######## block 1 ########
## config.mk

```make
export PLATFORM = sky130hd
export DESIGN_NAME = crosswalk_btn_sync
export DESIGN_NICKNAME = d
export VERILOG_FILES = /design/src/rtl/crosswalk_btn_sync.sv
export SDC_FILE = /design/constraint.sdc
export NUM_CORES = 1
export LEC_CHECK = 0
export CORE_ASPECT_RATIO = 1.1
export CORE_MARGIN = 10
export CORE_UTILIZATION = 45
export CTS_CLUSTER_SIZE = 16
export DETAILED_ROUTE_END_ITERATION = 16
export GPL_TIMING_DRIVEN = 0
export PLACE_DENSITY = 0.69
export SLEW_MARGIN = 10
export SYNTH_ARGS = -nofsm -noshare
export SYNTH_HDL_FRONTEND = slang
export SYNTH_SLANG_ARGS = --single-unit
export TNS_END_PERCENT = 5
```

## constraint.sdc

```tcl
create_clock -name i_clock -period 4.49 [get_ports i_clock]
set_input_delay 0.898 -clock i_clock [delete_from_list [all_inputs] [get_ports i_clock]]
set_output_delay 0.898 -clock i_clock [all_outputs]
set_load 0.05 [all_outputs]
```

## src/rtl/crosswalk_btn_sync.sv

```systemverilog
// Pedestrian button conditioner: synchronise, debounce, and turn presses into a
// held crossing request, queuing one press made during a crossing cycle.
module crosswalk_btn_sync #(
  parameter int DEBOUNCE_CYCLES = 4,
  parameter int COUNT_W         = 8
) (
  input  logic               i_clock,
  input  logic               i_reset,
  input  logic               i_btn_raw,
  input  logic               i_ack,
  input  logic               i_busy,
  output logic               o_req,
  output logic               o_btn_level,
  output logic               o_pending,
  output logic [COUNT_W-1:0] o_req_count
);

  // state   | meaning
  // IDLE    | no request outstanding
  // REQ     | request held high until the controller acks
  // WAIT    | controller crossing; await busy falling edge
  localparam int DB_W = $clog2(DEBOUNCE_CYCLES + 1);
  localparam logic [DB_W-1:0] DB_LAST = DB_W'(DEBOUNCE_CYCLES - 1);

  localparam logic [1:0] S_IDLE = 2'd0;
  localparam logic [1:0] S_REQ  = 2'd1;
  localparam logic [1:0] S_WAIT = 2'd2;

  logic               r_s1;
  logic               r_btn_s;
  logic [DB_W-1:0]    r_db_cnt;
  logic               r_btn_level;
  logic               r_busy_d;
  logic [1:0]         r_state;
  logic               r_req;
  logic               r_pending;
  logic [COUNT_W-1:0] r_req_count;

  logic       w_rise;
  logic       w_busy_fall;
  logic [1:0] w_state_nxt;
  logic       w_pending_nxt;
  logic       w_enter_req;

  always_ff @(posedge i_clock) begin
    if (i_reset) begin
      r_s1    <= 1'b0;
      r_btn_s <= 1'b0;
    end else begin
      r_s1    <= i_btn_raw;
      r_btn_s <= r_s1;
    end
  end

  always_ff @(posedge i_clock) begin
    if (i_reset) begin
      r_db_cnt    <= '0;
      r_btn_level <= 1'b0;
    end else if (r_btn_s == r_btn_level) begin
      r_db_cnt <= '0;
    end else if (r_db_cnt == DB_LAST) begin
      r_btn_level <= r_btn_s;
      r_db_cnt    <= '0;
    end else begin
      r_db_cnt <= r_db_cnt + DB_W'(1);
    end
  end

  // A rise event is the edge on which the debounced level goes 0 -> 1.
  assign w_rise      = r_btn_s && !r_btn_level && (r_db_cnt == DB_LAST);
  assign w_busy_fall = r_busy_d && !i_busy;

  always_comb begin
    w_state_nxt   = r_state;
    w_pending_nxt = r_pending;
    w_enter_req   = 1'b0;
    case (r_state)
      S_IDLE: begin
        if (w_rise) begin
          w_state_nxt = S_REQ;
          w_enter_req = 1'b1;
        end
      end
      S_REQ: begin
        if (i_ack) w_state_nxt = S_WAIT;
      end
      S_WAIT: begin
        if (w_busy_fall) begin
          if (r_pending || w_rise) begin
            w_state_nxt   = S_REQ;
            w_pending_nxt = 1'b0;
            w_enter_req   = 1'b1;
          end else begin
            w_state_nxt = S_IDLE;
          end
        end else if (w_rise) begin
          w_pending_nxt = 1'b1;
        end
      end
      default: w_state_nxt = S_IDLE;
    endcase
  end

  always_ff @(posedge i_clock) begin
    if (i_reset) begin
      r_state     <= S_IDLE;
      r_req       <= 1'b0;
      r_pending   <= 1'b0;
      r_req_count <= '0;
      r_busy_d    <= 1'b0;
    end else begin
      r_state   <= w_state_nxt;
      r_req     <= (w_state_nxt == S_REQ);
      r_pending <= w_pending_nxt;
      r_busy_d  <= i_busy;
      if (w_enter_req && (r_req_count != {COUNT_W{1'b1}}))
        r_req_count <= r_req_count + COUNT_W'(1);
    end
  end

  assign o_req       = r_req;
  assign o_btn_level = r_btn_level;
  assign o_pending   = r_pending;
  assign o_req_count = r_req_count;

endmodule

```

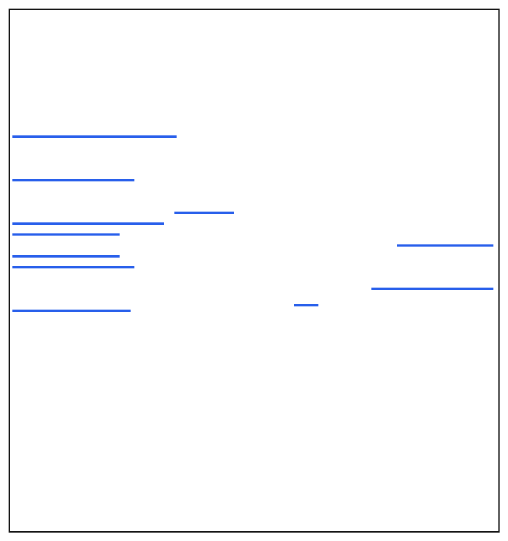
Block 1: met3 routing
(8 px per µm)
The layer holds 9.0% of the routed length. The wires run mostly horizontal.
M3 GR Usage: 0.0538
WL final: 1620 µm
Vias: 726

sequential cells by signal (all words and copies together), names as in the netlist:
register,flops
o_btn_level,1
r_state,2
r_btn_s,1
o_req_count,8
o_req,1
o_pending,1
r_busy_d,1
r_s1,1
r_db_cnt,3
through the flow:
step	util	hold WS (ns)	power, µW	setup WS [ns]
after floorplan	-	0.407	180	2.45
after global placement	0.565	0.417	184	1.84
after detailed placement	0.565	0.422	184	1.83
after CTS	0.581	0.438	268	2.00
after global routing	0.581	0.446	279	1.94
final	0.581	0.431	264	2.01
==> reports/results.tsv <==
metric	value	unit
simple-gate share of the synthesized area	0.218	
Critical Path Start	o_req_count[3]$_SDFFE_PP0P_	
Layout fillers	163	
fin crit share	0.553	
crit path capture	o_req_count[3]	
largest class	combinational gates	
Synth async-reset ratio	0	
clock sink count	19	
CP max FO	7	
status	finished clean	
Post-DRT Antenna Nets	0	
non-filler cells, final	128	
Root Buffer	clkbuf_4	
top layer in use	met4	
Data buffer area share	0.155	
hold path depth	1	
core region area	1760	µm²
cts repair resizes	0	
yosys adder share	0.0601	
Cell Area, Synth	833	µm²
routed len/inst	12.6	µm
first-pass GRT wire length	2710	µm
logic area	404	µm²
Post-synth regs	19	
Num CTS Buffers	3	
clk buf depth	2	
Cells after DPL	124	
fin area	1020	µm²
number of enable flip-flop cells	0	
Crit Reg-Reg Startpoint	r_db_cnt[0]$_SDFF_PP0_	
DR WL met3	146	µm
setup bufs post-CTS	0	
logic share of the area	0.395	
CP Buf/Inv Count	1	
area of placed instances	996	µm²
yosys stat area	833	µm²
I/O pin count	16	
# diodes	0	

######## block 2 ########
Block 2, routing congestion map:
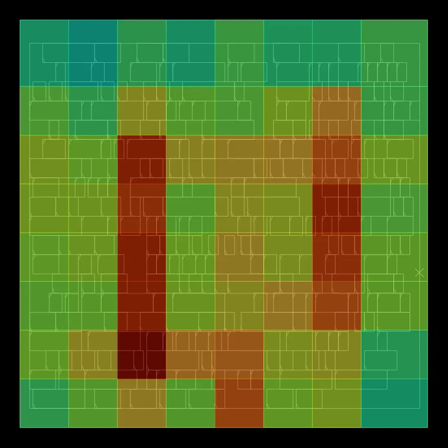
Block 2, placement by cell class:
(6 px per µm) Fill, decap, tap and diode cells in gray.
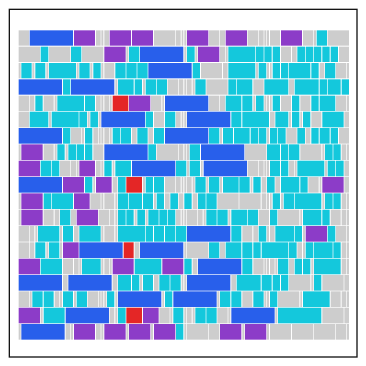
File: src/rtl/prime_mod_unit.sv
// Restoring shift-subtract remainder unit: rem_o = n_i mod d_i, one quotient bit per cycle.
//   clk_i, rst_ni : clock, synchronous active-low reset
//   start_i       : load n_i/d_i; the first bit is processed on the load edge
//   n_i, d_i      : dividend and divisor (d_i must be non-zero)
//   rem_o         : remainder, final once done_o is high, held until the next start
//   done_o        : single-cycle pulse, high in the WIDTH-th cycle after start
module prime_mod_unit #(
  parameter int unsigned WIDTH = 8
) (
  input  logic             clk_i,
  input  logic             rst_ni,
  input  logic             start_i,
  input  logic [WIDTH-1:0] n_i,
  input  logic [WIDTH-1:0] d_i,
  output logic [WIDTH-1:0] rem_o,
  output logic             done_o
);
  localparam int unsigned CntW = $clog2(WIDTH);

  logic [WIDTH-1:0] rem_q, rem_d;
  logic [WIDTH-1:0] shreg_q, shreg_d;
  logic [WIDTH-1:0] div_q, div_d;
  logic [CntW-1:0]  cnt_q, cnt_d;
  logic             done_q, done_d;

  // One restoring step: bring in the next dividend bit, subtract if it fits.
  function automatic logic [WIDTH-1:0] mod_step(input logic [WIDTH-1:0] rem,
                                                input logic             nbit,
                                                input logic [WIDTH-1:0] d);
    logic [WIDTH:0] trial;
    trial = {rem, nbit};
    if (trial >= {1'b0, d}) begin
      trial = trial - {1'b0, d};
    end
    return trial[WIDTH-1:0];
  endfunction

  always_comb begin
    rem_d   = rem_q;
    shreg_d = shreg_q;
    div_d   = div_q;
    cnt_d   = cnt_q;
    done_d  = 1'b0;
    if (start_i) begin
      // Processing the MSB on the load edge lets the result land inside the WIDTH-cycle window
      rem_d   = mod_step('0, n_i[WIDTH-1], d_i);
      shreg_d = n_i << 1;
      div_d   = d_i;
      cnt_d   = CntW'(WIDTH - 1);
    end else if (cnt_q != '0) begin
      rem_d   = mod_step(rem_q, shreg_q[WIDTH-1], div_q);
      shreg_d = shreg_q << 1;
      cnt_d   = cnt_q - 1'b1;
      done_d  = (cnt_q == CntW'(1));
    end
  end

  always_ff @(posedge clk_i) begin
    if (!rst_ni) begin
      rem_q   <= '0;
      shreg_q <= '0;
      div_q   <= '0;
      cnt_q   <= '0;
      done_q  <= 1'b0;
    end else begin
      rem_q   <= rem_d;
      shreg_q <= shreg_d;
      div_q   <= div_d;
      cnt_q   <= cnt_d;
      done_q  <= done_d;
    end
  end

  assign rem_o  = rem_q;
  assign done_o = done_q;

endmodule

File: config.mk
export PLATFORM = sky130hd
export DESIGN_NAME = prime_mod_unit
export DESIGN_NICKNAME = d
export VERILOG_FILES = /design/src/rtl/prime_mod_unit.sv
export SDC_FILE = /design/constraint.sdc
export NUM_CORES = 1
export LEC_CHECK = 0
export ABC_AREA = 1
export CAP_MARGIN = 5
export CORE_MARGIN = 1
export CORE_UTILIZATION = 55
export CTS_BUF_LIST = sky130_fd_sc_hd__clkbuf_2 sky130_fd_sc_hd__clkbuf_4 sky130_fd_sc_hd__clkbuf_8
export CTS_CLUSTER_SIZE = 12
export DETAILED_ROUTE_END_ITERATION = 8
export PLACE_DENSITY_LB_ADDON = 0.05
export SLEW_MARGIN = 20
export SYNTH_ARGS = -nofsm -noshare
export SYNTH_HDL_FRONTEND = slang
export SYNTH_SLANG_ARGS = --single-unit
File: constraint.sdc
create_clock -name clk_i -period 2 [get_ports clk_i]
set_input_delay 0.4 -clock clk_i [delete_from_list [all_inputs] [get_ports clk_i]]
set_output_delay 0.4 -clock clk_i [all_outputs]
set_load 0.02 [all_outputs]
==> reports/results.tsv <==
metric	value	unit
simple-gate share of the synthesized area	0.281	
number of enable flip-flop cells	0	
GPL Wtd Cong	0.882	
logic share of the area	0.487	
post-route setup slack	0.182	ns
first-pass GRT wire length	6260	µm
Critical-path top delay cell	clkdlybuf4s50_1	
Required @ worst endpoint	1.60	ns
clock-cell share of area	0.0135	
placement-stage worst setup slack	-0.0344	ns
CP max stage delay	0.64	ns
logic area	995	µm²
initial DRC count	72	
Num CTS Buffers	3	
failing checks	DRC	
met2 WL	1860	µm
Setup Viol. Count Final	0	
Synth async-reset ratio	0	
Fin. Hold Viols	0	
initial antenna violation count	0	
status	finished with violations	
tap cell count	31	
Commonest flop	dfxtp_1	
R2R depth	10	
fin. max-slew vios	0	
Hold Path Origin	shreg_q[1]$_SDFFE_PN0P_	
Critical R2R Capture	rem_o[5]$_SDFFE_PN0P_	
Area growth, synth to finish	19.8	%
WL final	3740	µm
# DRC	1	
worst clock skew	0.00577	ns
## Picture notes: 'routing congestion map' of block 2
M3 GR Usage: 0.0179
fin util: 0.717
GR Util met1: 0.299

## Picture notes: 'placement by cell class' of block 2
other buffers and delay cells: marked purple, cells 32. flip-flops: marked blue, cells 27. clock drivers and dummy loads: marked red, cells 4. all other logic: marked cyan, cells 206.
fin area: 2040 µm²
sequential cell area share: 0.264
core region area: 2850 µm²

## where the power goes
group / internal, µW / switching (µW) / total, µW
sequential: 616 / 68.5 / 684
clock: 75.2 / 162 / 237
combinational: 498 / 699 / 1200
total: 1190 / 929 / 2120
## worst register-to-register path: stages, from the launching register on
cell	delay, ns
dfxtp_1	0.38
ha_1	0.37
nand2_1	0.09
nand2_1	0.06
nand2_1	0.06
nand2_1	0.08
nor2_4	0.24
nand2_4	0.12
nand2_1	0.09
nand3_1	0.08
a21oi_1	0.13

######## block 3 ########
## src/rtl/keypad_time_entry_if.sv

```systemverilog
// Keypad matrix and time-set signal bundle between the keypad entry block and its neighbours.
// The master side scans the keypad and publishes entered/loaded values; the slave side sees them.
interface keypad_time_entry_if;
    logic [3:0]  Row;
    logic [3:0]  Col;
    logic [7:0]  Hour;
    logic [7:0]  Minutes;
    logic        Load;
    logic [15:0] Entry;
    logic [2:0]  DigitCnt;
    logic        Error;

    modport master (
        input  Row,
        output Col, Hour, Minutes, Load, Entry, DigitCnt, Error
    );

    modport slave (
        output Row,
        input  Col, Hour, Minutes, Load, Entry, DigitCnt, Error
    );
endinterface

```

## src/rtl/keypad_time_entry.sv

```systemverilog
// 4x4 keypad scanner with frame debounce and HHMM BCD entry; emits a one-cycle Load with
// the accepted Hour/Minutes on a valid '#', clears on '*'.
module keypad_time_entry #(
    parameter int CLK_Freq  = 50000000,
    parameter int SCAN_Freq = 1000,
    parameter int DEBOUNCE  = 20
) (
    input  logic                 CP50,
    input  logic                 nCR,
    keypad_time_entry_if.master  bus
);

    localparam int TICK_DIV = CLK_Freq / SCAN_Freq;
    localparam int DIV_W    = (TICK_DIV > 1) ? $clog2(TICK_DIV) : 1;
    localparam int DB_W     = $clog2(DEBOUNCE + 1);
    localparam logic [DIV_W-1:0] DIV_MAX = DIV_W'(TICK_DIV - 1);
    localparam logic [DB_W-1:0]  DB_MAX  = DB_W'(DEBOUNCE);
    localparam logic [3:0] KEY_STAR = 4'd12;
    localparam logic [3:0] KEY_HASH = 4'd14;

    typedef enum logic {DB_RELEASED, DB_PRESSED} db_state_t;
    typedef enum logic [1:0] {EN_IDLE, EN_ENTRY, EN_FULL} en_state_t;

    // Number of active-low rows in one sample.
    function automatic logic [2:0] low_count(input logic [3:0] row);
        logic [2:0] n;
        n = 3'd0;
        for (int i = 0; i < 4; i++) n = n + {2'b00, ~row[i]};
        return n;
    endfunction

    function automatic logic [1:0] low_index(input logic [3:0] row);
        logic [1:0] idx;
        idx = 2'd0;
        for (int i = 3; i >= 0; i--) if (!row[i]) idx = 2'(i);
        return idx;
    endfunction

    // Frame low count only needs to distinguish 0, 1 and "two or more".
    function automatic logic [1:0] sat_add(input logic [1:0] a, input logic [2:0] b);
        logic [2:0] s;
        s = {1'b0, a} + b;
        return (s >= 3'd2) ? 2'd2 : s[1:0];
    endfunction

    // Key code {row,col} -> {is_digit, BCD value}; letters and '*'/'#' are not digits.
    function automatic logic [4:0] key_digit(input logic [3:0] code);
        case (code)
            4'd0:    return 5'h11;
            4'd1:    return 5'h12;
            4'd2:    return 5'h13;
            4'd4:    return 5'h14;
            4'd5:    return 5'h15;
            4'd6:    return 5'h16;
            4'd8:    return 5'h17;
            4'd9:    return 5'h18;
            4'd10:   return 5'h19;
            4'd13:   return 5'h10;
            default: return 5'h00;
        endcase
    endfunction

    logic [DIV_W-1:0] div_q, div_d;
    logic [1:0]       col_q, col_d;
    logic [1:0]       nlow_q, nlow_d;
    logic [3:0]       fkey_q, fkey_d;
    db_state_t        db_state_q, db_state_d;
    logic [3:0]       cand_q, cand_d;
    logic             cand_vld_q, cand_vld_d;
    logic [DB_W-1:0]  db_cnt_q, db_cnt_d;
    logic             evt_q, evt_d;
    logic [3:0]       evt_key_q, evt_key_d;
    en_state_t        en_state_q, en_state_d;
    logic [15:0]      entry_q, entry_d;
    logic [2:0]       cnt_q, cnt_d;
    logic             err_q, err_d;
    logic [7:0]       hour_q, hour_d;
    logic [7:0]       min_q, min_d;
    logic             load_q, load_d;

    logic       tick, frame_end;
    logic [2:0] row_lows;
    logic [1:0] frame_lows;
    logic [3:0] samp_code, frame_code;
    logic [4:0] key_dig;
    logic       hour_ok;

    always_ff @(posedge CP50 or negedge nCR) begin
        if (!nCR) begin
            div_q      <= '0;
            col_q      <= 2'd0;
            nlow_q     <= 2'd0;
            fkey_q     <= 4'd0;
            db_state_q <= DB_RELEASED;
            cand_q     <= 4'd0;
            cand_vld_q <= 1'b0;
            db_cnt_q   <= '0;
            evt_q      <= 1'b0;
            evt_key_q  <= 4'd0;
            en_state_q <= EN_IDLE;
            entry_q    <= 16'h0000;
            cnt_q      <= 3'd0;
            err_q      <= 1'b0;
            hour_q     <= 8'h00;
            min_q      <= 8'h00;
            load_q     <= 1'b0;
        end else begin
            div_q      <= div_d;
            col_q      <= col_d;
            nlow_q     <= nlow_d;
            fkey_q     <= fkey_d;
            db_state_q <= db_state_d;
            cand_q     <= cand_d;
            cand_vld_q <= cand_vld_d;
            db_cnt_q   <= db_cnt_d;
            evt_q      <= evt_d;
            evt_key_q  <= evt_key_d;
            en_state_q <= en_state_d;
            entry_q    <= entry_d;
            cnt_q      <= cnt_d;
            err_q      <= err_d;
            hour_q     <= hour_d;
            min_q      <= min_d;
            load_q     <= load_d;
        end
    end

    // Scan, frame accumulation and debounce.
    always_comb begin
        tick       = (div_q == DIV_MAX);
        div_d      = tick ? '0 : div_q + 1'b1;
        col_d      = tick ? col_q + 2'd1 : col_q;
        row_lows   = low_count(bus.Row);
        frame_lows = sat_add(nlow_q, row_lows);
        frame_end  = tick && (col_q == 2'd3);
        samp_code  = {low_index(bus.Row), col_q};
        frame_code = (row_lows == 3'd1) ? samp_code : fkey_q;

        nlow_d = nlow_q;
        fkey_d = fkey_q;
        if (tick) begin
            nlow_d = frame_end ? 2'd0 : frame_lows;
            if (row_lows == 3'd1) fkey_d = samp_code;
        end

        db_state_d = db_state_q;
        cand_d     = cand_q;
        cand_vld_d = cand_vld_q;
        db_cnt_d   = db_cnt_q;
        evt_d      = 1'b0;
        evt_key_d  = evt_key_q;
        if (frame_end) begin
            case (db_state_q)
                DB_RELEASED: begin
                    if (frame_lows == 2'd1) begin
                        if (cand_vld_q && cand_q == frame_code) begin
                            db_cnt_d = db_cnt_q + 1'b1;
                        end else begin
                            cand_d     = frame_code;
                            cand_vld_d = 1'b1;
                            db_cnt_d   = DB_W'(1);
                        end
                        if (db_cnt_d == DB_MAX) begin
                            db_state_d = DB_PRESSED;
                            db_cnt_d   = '0;
                            cand_vld_d = 1'b0;
                            evt_d      = 1'b1;
                            evt_key_d  = frame_code;
                        end
                    end else begin
                        cand_vld_d = 1'b0;
                        db_cnt_d   = '0;
                    end
                end
                default: begin
                    if (frame_lows != 2'd1) begin
                        db_cnt_d = db_cnt_q + 1'b1;
                        if (db_cnt_d == DB_MAX) begin
                            db_state_d = DB_RELEASED;
                            db_cnt_d   = '0;
                        end
                    end else begin
                        db_cnt_d = '0;
                    end
                end
            endcase
        end
    end

    // Entry FSM next state: acts on the registered key event.
    always_comb begin
        key_dig    = key_digit(evt_key_q);
        hour_ok    = (entry_q[15:8] <= 8'h23) && (entry_q[15:12] <= 4'd2) && (entry_q[7:4] <= 4'd5);
        en_state_d = en_state_q;
        entry_d    = entry_q;
        cnt_d      = cnt_q;
        err_d      = err_q;
        hour_d     = hour_q;
        min_d      = min_q;
        load_d     = 1'b0;
        if (evt_q) begin
            if (evt_key_q == KEY_STAR) begin
                entry_d    = 16'h0000;
                cnt_d      = 3'd0;
                err_d      = 1'b0;
                en_state_d = EN_IDLE;
            end else begin
                err_d = 1'b0;
                if (key_dig[4]) begin
                    if (en_state_q != EN_FULL) begin
                        entry_d    = {entry_q[11:0], key_dig[3:0]};
                        cnt_d      = cnt_q + 3'd1;
                        en_state_d = (cnt_q == 3'd3) ? EN_FULL : EN_ENTRY;
                    end
                end else if (evt_key_q == KEY_HASH) begin
                    if (en_state_q == EN_FULL && hour_ok) begin
                        hour_d     = entry_q[15:8];
                        min_d      = entry_q[7:0];
                        load_d     = 1'b1;
                        entry_d    = 16'h0000;
                        cnt_d      = 3'd0;
                        en_state_d = EN_IDLE;
                    end else begin
                        err_d = 1'b1;
                    end
                end
            end
        end
    end

    always_comb begin
        bus.Col      = ~(4'b0001 << col_q);
        bus.Hour     = hour_q;
        bus.Minutes  = min_q;
        bus.Load     = load_q;
        bus.Entry    = entry_q;
        bus.DigitCnt = cnt_q;
        bus.Error    = err_q;
    end

endmodule

```

## src/flat_wrapper.sv

```systemverilog
// flat-port wrapper written by rule: the top's interface ports become plain ports
module keypad_time_entry_flat 
#(
    parameter int CLK_Freq  = 50000000,
    parameter int SCAN_Freq = 1000,
    parameter int DEBOUNCE  = 20
)
  (CP50, nCR, bus_Row, bus_Col, bus_Hour, bus_Minutes, bus_Load, bus_Entry, bus_DigitCnt, bus_Error);
  keypad_time_entry_if bus_i ();
  input  logic CP50;
  input  logic nCR;
  input wire logic [$bits(bus_i.Row)-1:0] bus_Row;
  output wire logic [$bits(bus_i.Col)-1:0] bus_Col;
  output wire logic [$bits(bus_i.Hour)-1:0] bus_Hour;
  output wire logic [$bits(bus_i.Minutes)-1:0] bus_Minutes;
  output wire logic [$bits(bus_i.Load)-1:0] bus_Load;
  output wire logic [$bits(bus_i.Entry)-1:0] bus_Entry;
  output wire logic [$bits(bus_i.DigitCnt)-1:0] bus_DigitCnt;
  output wire logic [$bits(bus_i.Error)-1:0] bus_Error;
  assign bus_i.Row = bus_Row;
  assign bus_Col = bus_i.Col;
  assign bus_Hour = bus_i.Hour;
  assign bus_Minutes = bus_i.Minutes;
  assign bus_Load = bus_i.Load;
  assign bus_Entry = bus_i.Entry;
  assign bus_DigitCnt = bus_i.DigitCnt;
  assign bus_Error = bus_i.Error;
  keypad_time_entry #(.CLK_Freq(CLK_Freq), .SCAN_Freq(SCAN_Freq), .DEBOUNCE(DEBOUNCE)) u_core (.CP50(CP50), .nCR(nCR), .bus(bus_i));
endmodule
```

## config.mk

```make
export PLATFORM = sky130hd
export DESIGN_NAME = keypad_time_entry_flat
export DESIGN_NICKNAME = d
export VERILOG_FILES = /design/src/rtl/keypad_time_entry_if.sv /design/src/rtl/keypad_time_entry.sv /design/src/flat_wrapper.sv
export SDC_FILE = /design/constraint.sdc
export NUM_CORES = 1
export LEC_CHECK = 0
export ABC_AREA = 1
export CELL_PAD_IN_SITES_DETAIL_PLACEMENT = 0
export CELL_PAD_IN_SITES_GLOBAL_PLACEMENT = 1
export CORE_UTILIZATION = 47
export CTS_BUF_LIST = sky130_fd_sc_hd__clkbuf_8
export CTS_CLUSTER_SIZE = 12
export DETAILED_ROUTE_END_ITERATION = 10
export PLACE_DENSITY = 0.88
export SETUP_SLACK_MARGIN = 0.05
export SYNTH_ARGS = -nofsm -noshare
export SYNTH_HDL_FRONTEND = slang
export SYNTH_SLANG_ARGS = --single-unit
```

## constraint.sdc

```tcl
create_clock -name CP50 -period 4.3 [get_ports CP50]
set_input_delay 0.86 -clock CP50 [delete_from_list [all_inputs] [get_ports CP50]]
set_output_delay 0.86 -clock CP50 [all_outputs]
set_load 0.005 [all_outputs]
```

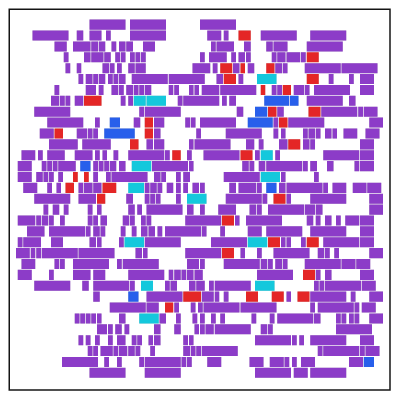
Block 3: drive-strength map
(4 px per µm)
drive 1 or less: marked purple, cells 470, most used nand2_1. drive 6 and up: marked cyan, cells 13, most used clkbuf_8. drive 3 to 4: marked blue, cells 10, most used buf_4. drive 2: marked red, cells 36, most used o21ai_2.

==> reports/results.tsv <==
metric	value	unit
register area	1980	µm²
GR Util met1	0.269	
layout cells sized above 1	0.112	
# DRC	0	
total power	1370	µW
post-DP HPWL	5700	µm
vias in the first global route	3091	
floorplan net count	494	
Comb pwr share	0.072	
Insertion Delay late pin	0.36	ns
yosys cell count	471	
Logic inverters	82	
fin area	4780	µm²
Unique cell types	41	
flip-flops	79	
Synth logic family	simple AND/OR/NAND/NOR gates	
clk buf depth	2	
Cell Area, Synth	4050	µm²
core region area	8260	µm²
cell mode on critical path	nand2_1	
Max IR drop VDD	0.125	mV
Cell Chain, Critical Path	clkdlybuf4s50_1 -> inv_1 -> ha_1 -> fa_1 -> ha_1 -> inv_2 -> fa_1 -> nand2_1 -> nor2_1 -> nand2_1 -> nor4_4 -> nand2_2 -> nand2_1 -> o21ai_1	
status	finished clean	
-- flip-flops by register name, indices dropped and copies added, names as in the netlist --
name	flops
u_core.bus.Entry	16
u_core.div_q	16
u_core.bus.Hour	8
u_core.bus.Minutes	8
u_core.db_cnt_q	5
u_core.cand_q	4
u_core.evt_key_q	4
u_core.fkey_q	4
u_core.bus.DigitCnt	3
u_core.col_q	2
u_core.en_state_q	2
u_core.nlow_q	2
u_core.bus.Error	1
u_core.bus.Load	1
u_core.cand_vld_q	1
u_core.db_state_q	1
u_core.evt_q	1

######## block 4 ########
## config.mk

```make
export PLATFORM = sky130hd
export DESIGN_NAME = usr_burst
export DESIGN_NICKNAME = d
export VERILOG_FILES = /design/src/rtl/usr_pkg.sv /design/src/rtl/usr_shift_step.sv /design/src/rtl/usr_burst.sv
export SDC_FILE = /design/constraint.sdc
export NUM_CORES = 1
export LEC_CHECK = 0
export CAP_MARGIN = 40
export CELL_PAD_IN_SITES_DETAIL_PLACEMENT = 0
export CELL_PAD_IN_SITES_GLOBAL_PLACEMENT = 2
export CORE_MARGIN = 2
export CORE_UTILIZATION = 27
export DETAILED_ROUTE_END_ITERATION = 10
export GPL_TIMING_DRIVEN = 0
export HOLD_SLACK_MARGIN = 0.02
export PLACE_DENSITY_LB_ADDON = 0.1
export SYNTH_ARGS = -nofsm -noshare
export SYNTH_HDL_FRONTEND = slang
export SYNTH_SLANG_ARGS = --single-unit
```

## constraint.sdc

```tcl
create_clock -name clk -period 1.58 [get_ports clk]
set_input_delay 0.316 -clock clk [delete_from_list [all_inputs] [get_ports clk]]
set_output_delay 0.316 -clock clk [all_outputs]
set_load 0.005 [all_outputs]
```

## src/rtl/usr_pkg.sv

```systemverilog
// Shared types for the universal burst shift register: operation modes and
// the two-state burst controller.
package usr_pkg;

    typedef enum logic [2:0] {
        HOLD = 3'b000,
        SHL  = 3'b001,
        SHR  = 3'b010,
        LOAD = 3'b011,
        ROL  = 3'b100,
        ROR  = 3'b101,
        ASR  = 3'b110,
        RSVD = 3'b111
    } usr_mode_t;

    typedef enum logic {
        IDLE  = 1'b0,
        SHIFT = 1'b1
    } usr_state_t;

    // Modes that take part in a multi-cycle burst; the rest finish in one edge.
    function automatic logic is_burst_mode(input usr_mode_t m);
        return (m == SHL) || (m == SHR) || (m == ROL) || (m == ROR) || (m == ASR);
    endfunction

endpackage

```

## src/rtl/usr_shift_step.sv

```systemverilog
// One single-bit step of the selected shift/rotate operation, plus the bit
// that falls off the end. Purely combinational.
module usr_shift_step
    import usr_pkg::*;
#(
    parameter int WIDTH = 8
) (
    input  logic [WIDTH-1:0] q,
    input  usr_mode_t        mode,
    input  logic             sin,
    output logic [WIDTH-1:0] q_next,
    output logic             exited
);

    always_comb begin
        q_next = q;
        exited = 1'b0;
        case (mode)
            SHL: begin
                q_next = {q[WIDTH-2:0], sin};
                exited = q[WIDTH-1];
            end
            SHR: begin
                q_next = {sin, q[WIDTH-1:1]};
                exited = q[0];
            end
            ROL: begin
                q_next = {q[WIDTH-2:0], q[WIDTH-1]};
                exited = q[WIDTH-1];
            end
            ROR: begin
                q_next = {q[0], q[WIDTH-1:1]};
                exited = q[0];
            end
            ASR: begin
                q_next = {q[WIDTH-1], q[WIDTH-1:1]};
                exited = q[0];
            end
            default: begin
                q_next = q;
                exited = 1'b0;
            end
        endcase
    end

endmodule

```

## src/rtl/usr_burst.sv

```systemverilog
// Universal shift register that runs a programmable number of single-bit
// steps per start command, reporting busy while running and a done pulse.
module usr_burst
    import usr_pkg::*;
#(
    parameter int WIDTH = 8,
    parameter int CNT_W = $clog2(WIDTH + 1)
) (
    input  logic             clk,
    input  logic             rst,
    input  logic             start,
    input  logic [2:0]       mode,
    input  logic [CNT_W-1:0] count,
    input  logic             sin,
    input  logic [WIDTH-1:0] pin,
    output logic [WIDTH-1:0] q,
    output logic             sout,
    output logic             busy,
    output logic             done
);

    usr_state_t       state;
    usr_mode_t        cur_mode;
    usr_mode_t        cmd_mode;
    logic [CNT_W-1:0] remaining;
    logic [WIDTH-1:0] step_q;
    logic             step_out;

    assign cmd_mode = usr_mode_t'(mode);

    usr_shift_step #(
        .WIDTH (WIDTH)
    ) u_step (
        .q      (q),
        .mode   (cur_mode),
        .sin    (sin),
        .q_next (step_q),
        .exited (step_out)
    );

    // In IDLE only start is looked at; once in SHIFT the latched mode and
    // count drive everything, so command inputs may wander freely.
    always_ff @(posedge clk or negedge rst) begin
        if (!rst) begin
            state     <= IDLE;
            cur_mode  <= HOLD;
            remaining <= '0;
            q         <= '0;
            sout      <= 1'b0;
            busy      <= 1'b0;
            done      <= 1'b0;
        end else begin
            done <= 1'b0;
            case (state)
                IDLE: begin
                    if (start) begin
                        if (cmd_mode == LOAD) begin
                            q    <= pin;
                            done <= 1'b1;
                        end else if (is_burst_mode(cmd_mode) && (count != '0)) begin
                            cur_mode  <= cmd_mode;
                            remaining <= count;
                            busy      <= 1'b1;
                            state     <= SHIFT;
                        end else begin
                            done <= 1'b1;
                        end
                    end
                end
                SHIFT: begin
                    q         <= step_q;
                    sout      <= step_out;
                    remaining <= remaining - CNT_W'(1);
                    if (remaining == CNT_W'(1)) begin
                        busy     <= 1'b0;
                        done     <= 1'b1;
                        cur_mode <= HOLD;
                        state    <= IDLE;
                    end
                end
                default: begin
                    state <= IDLE;
                    busy  <= 1'b0;
                end
            endcase
        end
    end

endmodule

```

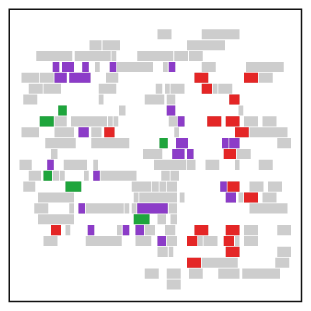
Block 4: gate families picked out
(4 px per µm)
inverting AOI/OAI gates: marked purple, cells 25, most used a21oi_1. AND and OR gates: marked green, cells 6, most used or3_4, where left middle. AND-OR and OR-AND gates: marked red, cells 18, most used a221o_1.

==> reports/results.tsv <==
metric	value	unit
area of placed instances	1650	µm²
CLK BUF	4	
clk buf depth	2	
CTS tree	done	
Die Footprint	5290	µm²
post-synth top area share	0.373	
Signal buffers	38	
Clk pwr share	0.111	
GPL Wtd Cong	0.731	
HP Class	input pin to asynchronous set/reset pin	
yosys adder share	0.0196	
logic area	767	µm²
status	finished clean	
Seq power	1030	µW
Logic inverters	3	
mux share	0.0815	
Cell Area, Synth	1270	µm²
dominant logic cell type in the layout	clkdlybuf4s50_1	
Post-synth seq share	0.373	
[per-layer routing]
metal | routed length [µm] | vias up | GRT usage
met5 | 0 | - | 0
li1 | - | 565 | -
met3 | 141 | 2 | 0.0221
met1 | 1760 | 553 | 0.192
met2 | 1690 | 29 | 0.234
met4 | 19 | 0 | 0.0391
[flip-flops by register name, indices dropped and copies added (netlist names)]
register / flops
q: 8
remaining: 4
cur_mode: 3
busy: 1
done: 1
sout: 1
state: 1
[worst register-to-register path, delay by kind of cell (launching register included)]
family,cells,cell delay [ns]
and+or+nand+nor,2,0.48
AOI/OAI and AO/OA,2,0.43
DFF,1,0.48


==> layout pictures side by side <==
Gate families picked out.
picture 1
(4 px per µm)
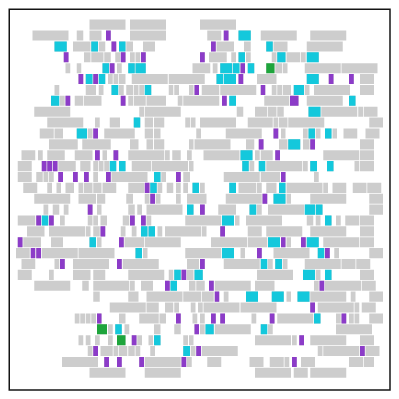
picture 2
(6 px per µm)
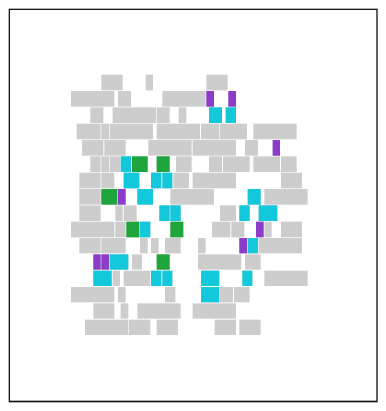
picture 3
(6 px per µm)
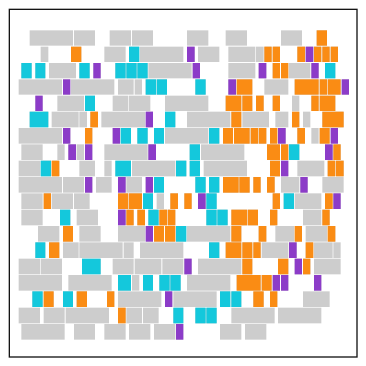
picture 3 -> block 2
picture 1 -> block 3
picture 2 -> block 1

Power and IR drop assume default switching activity.
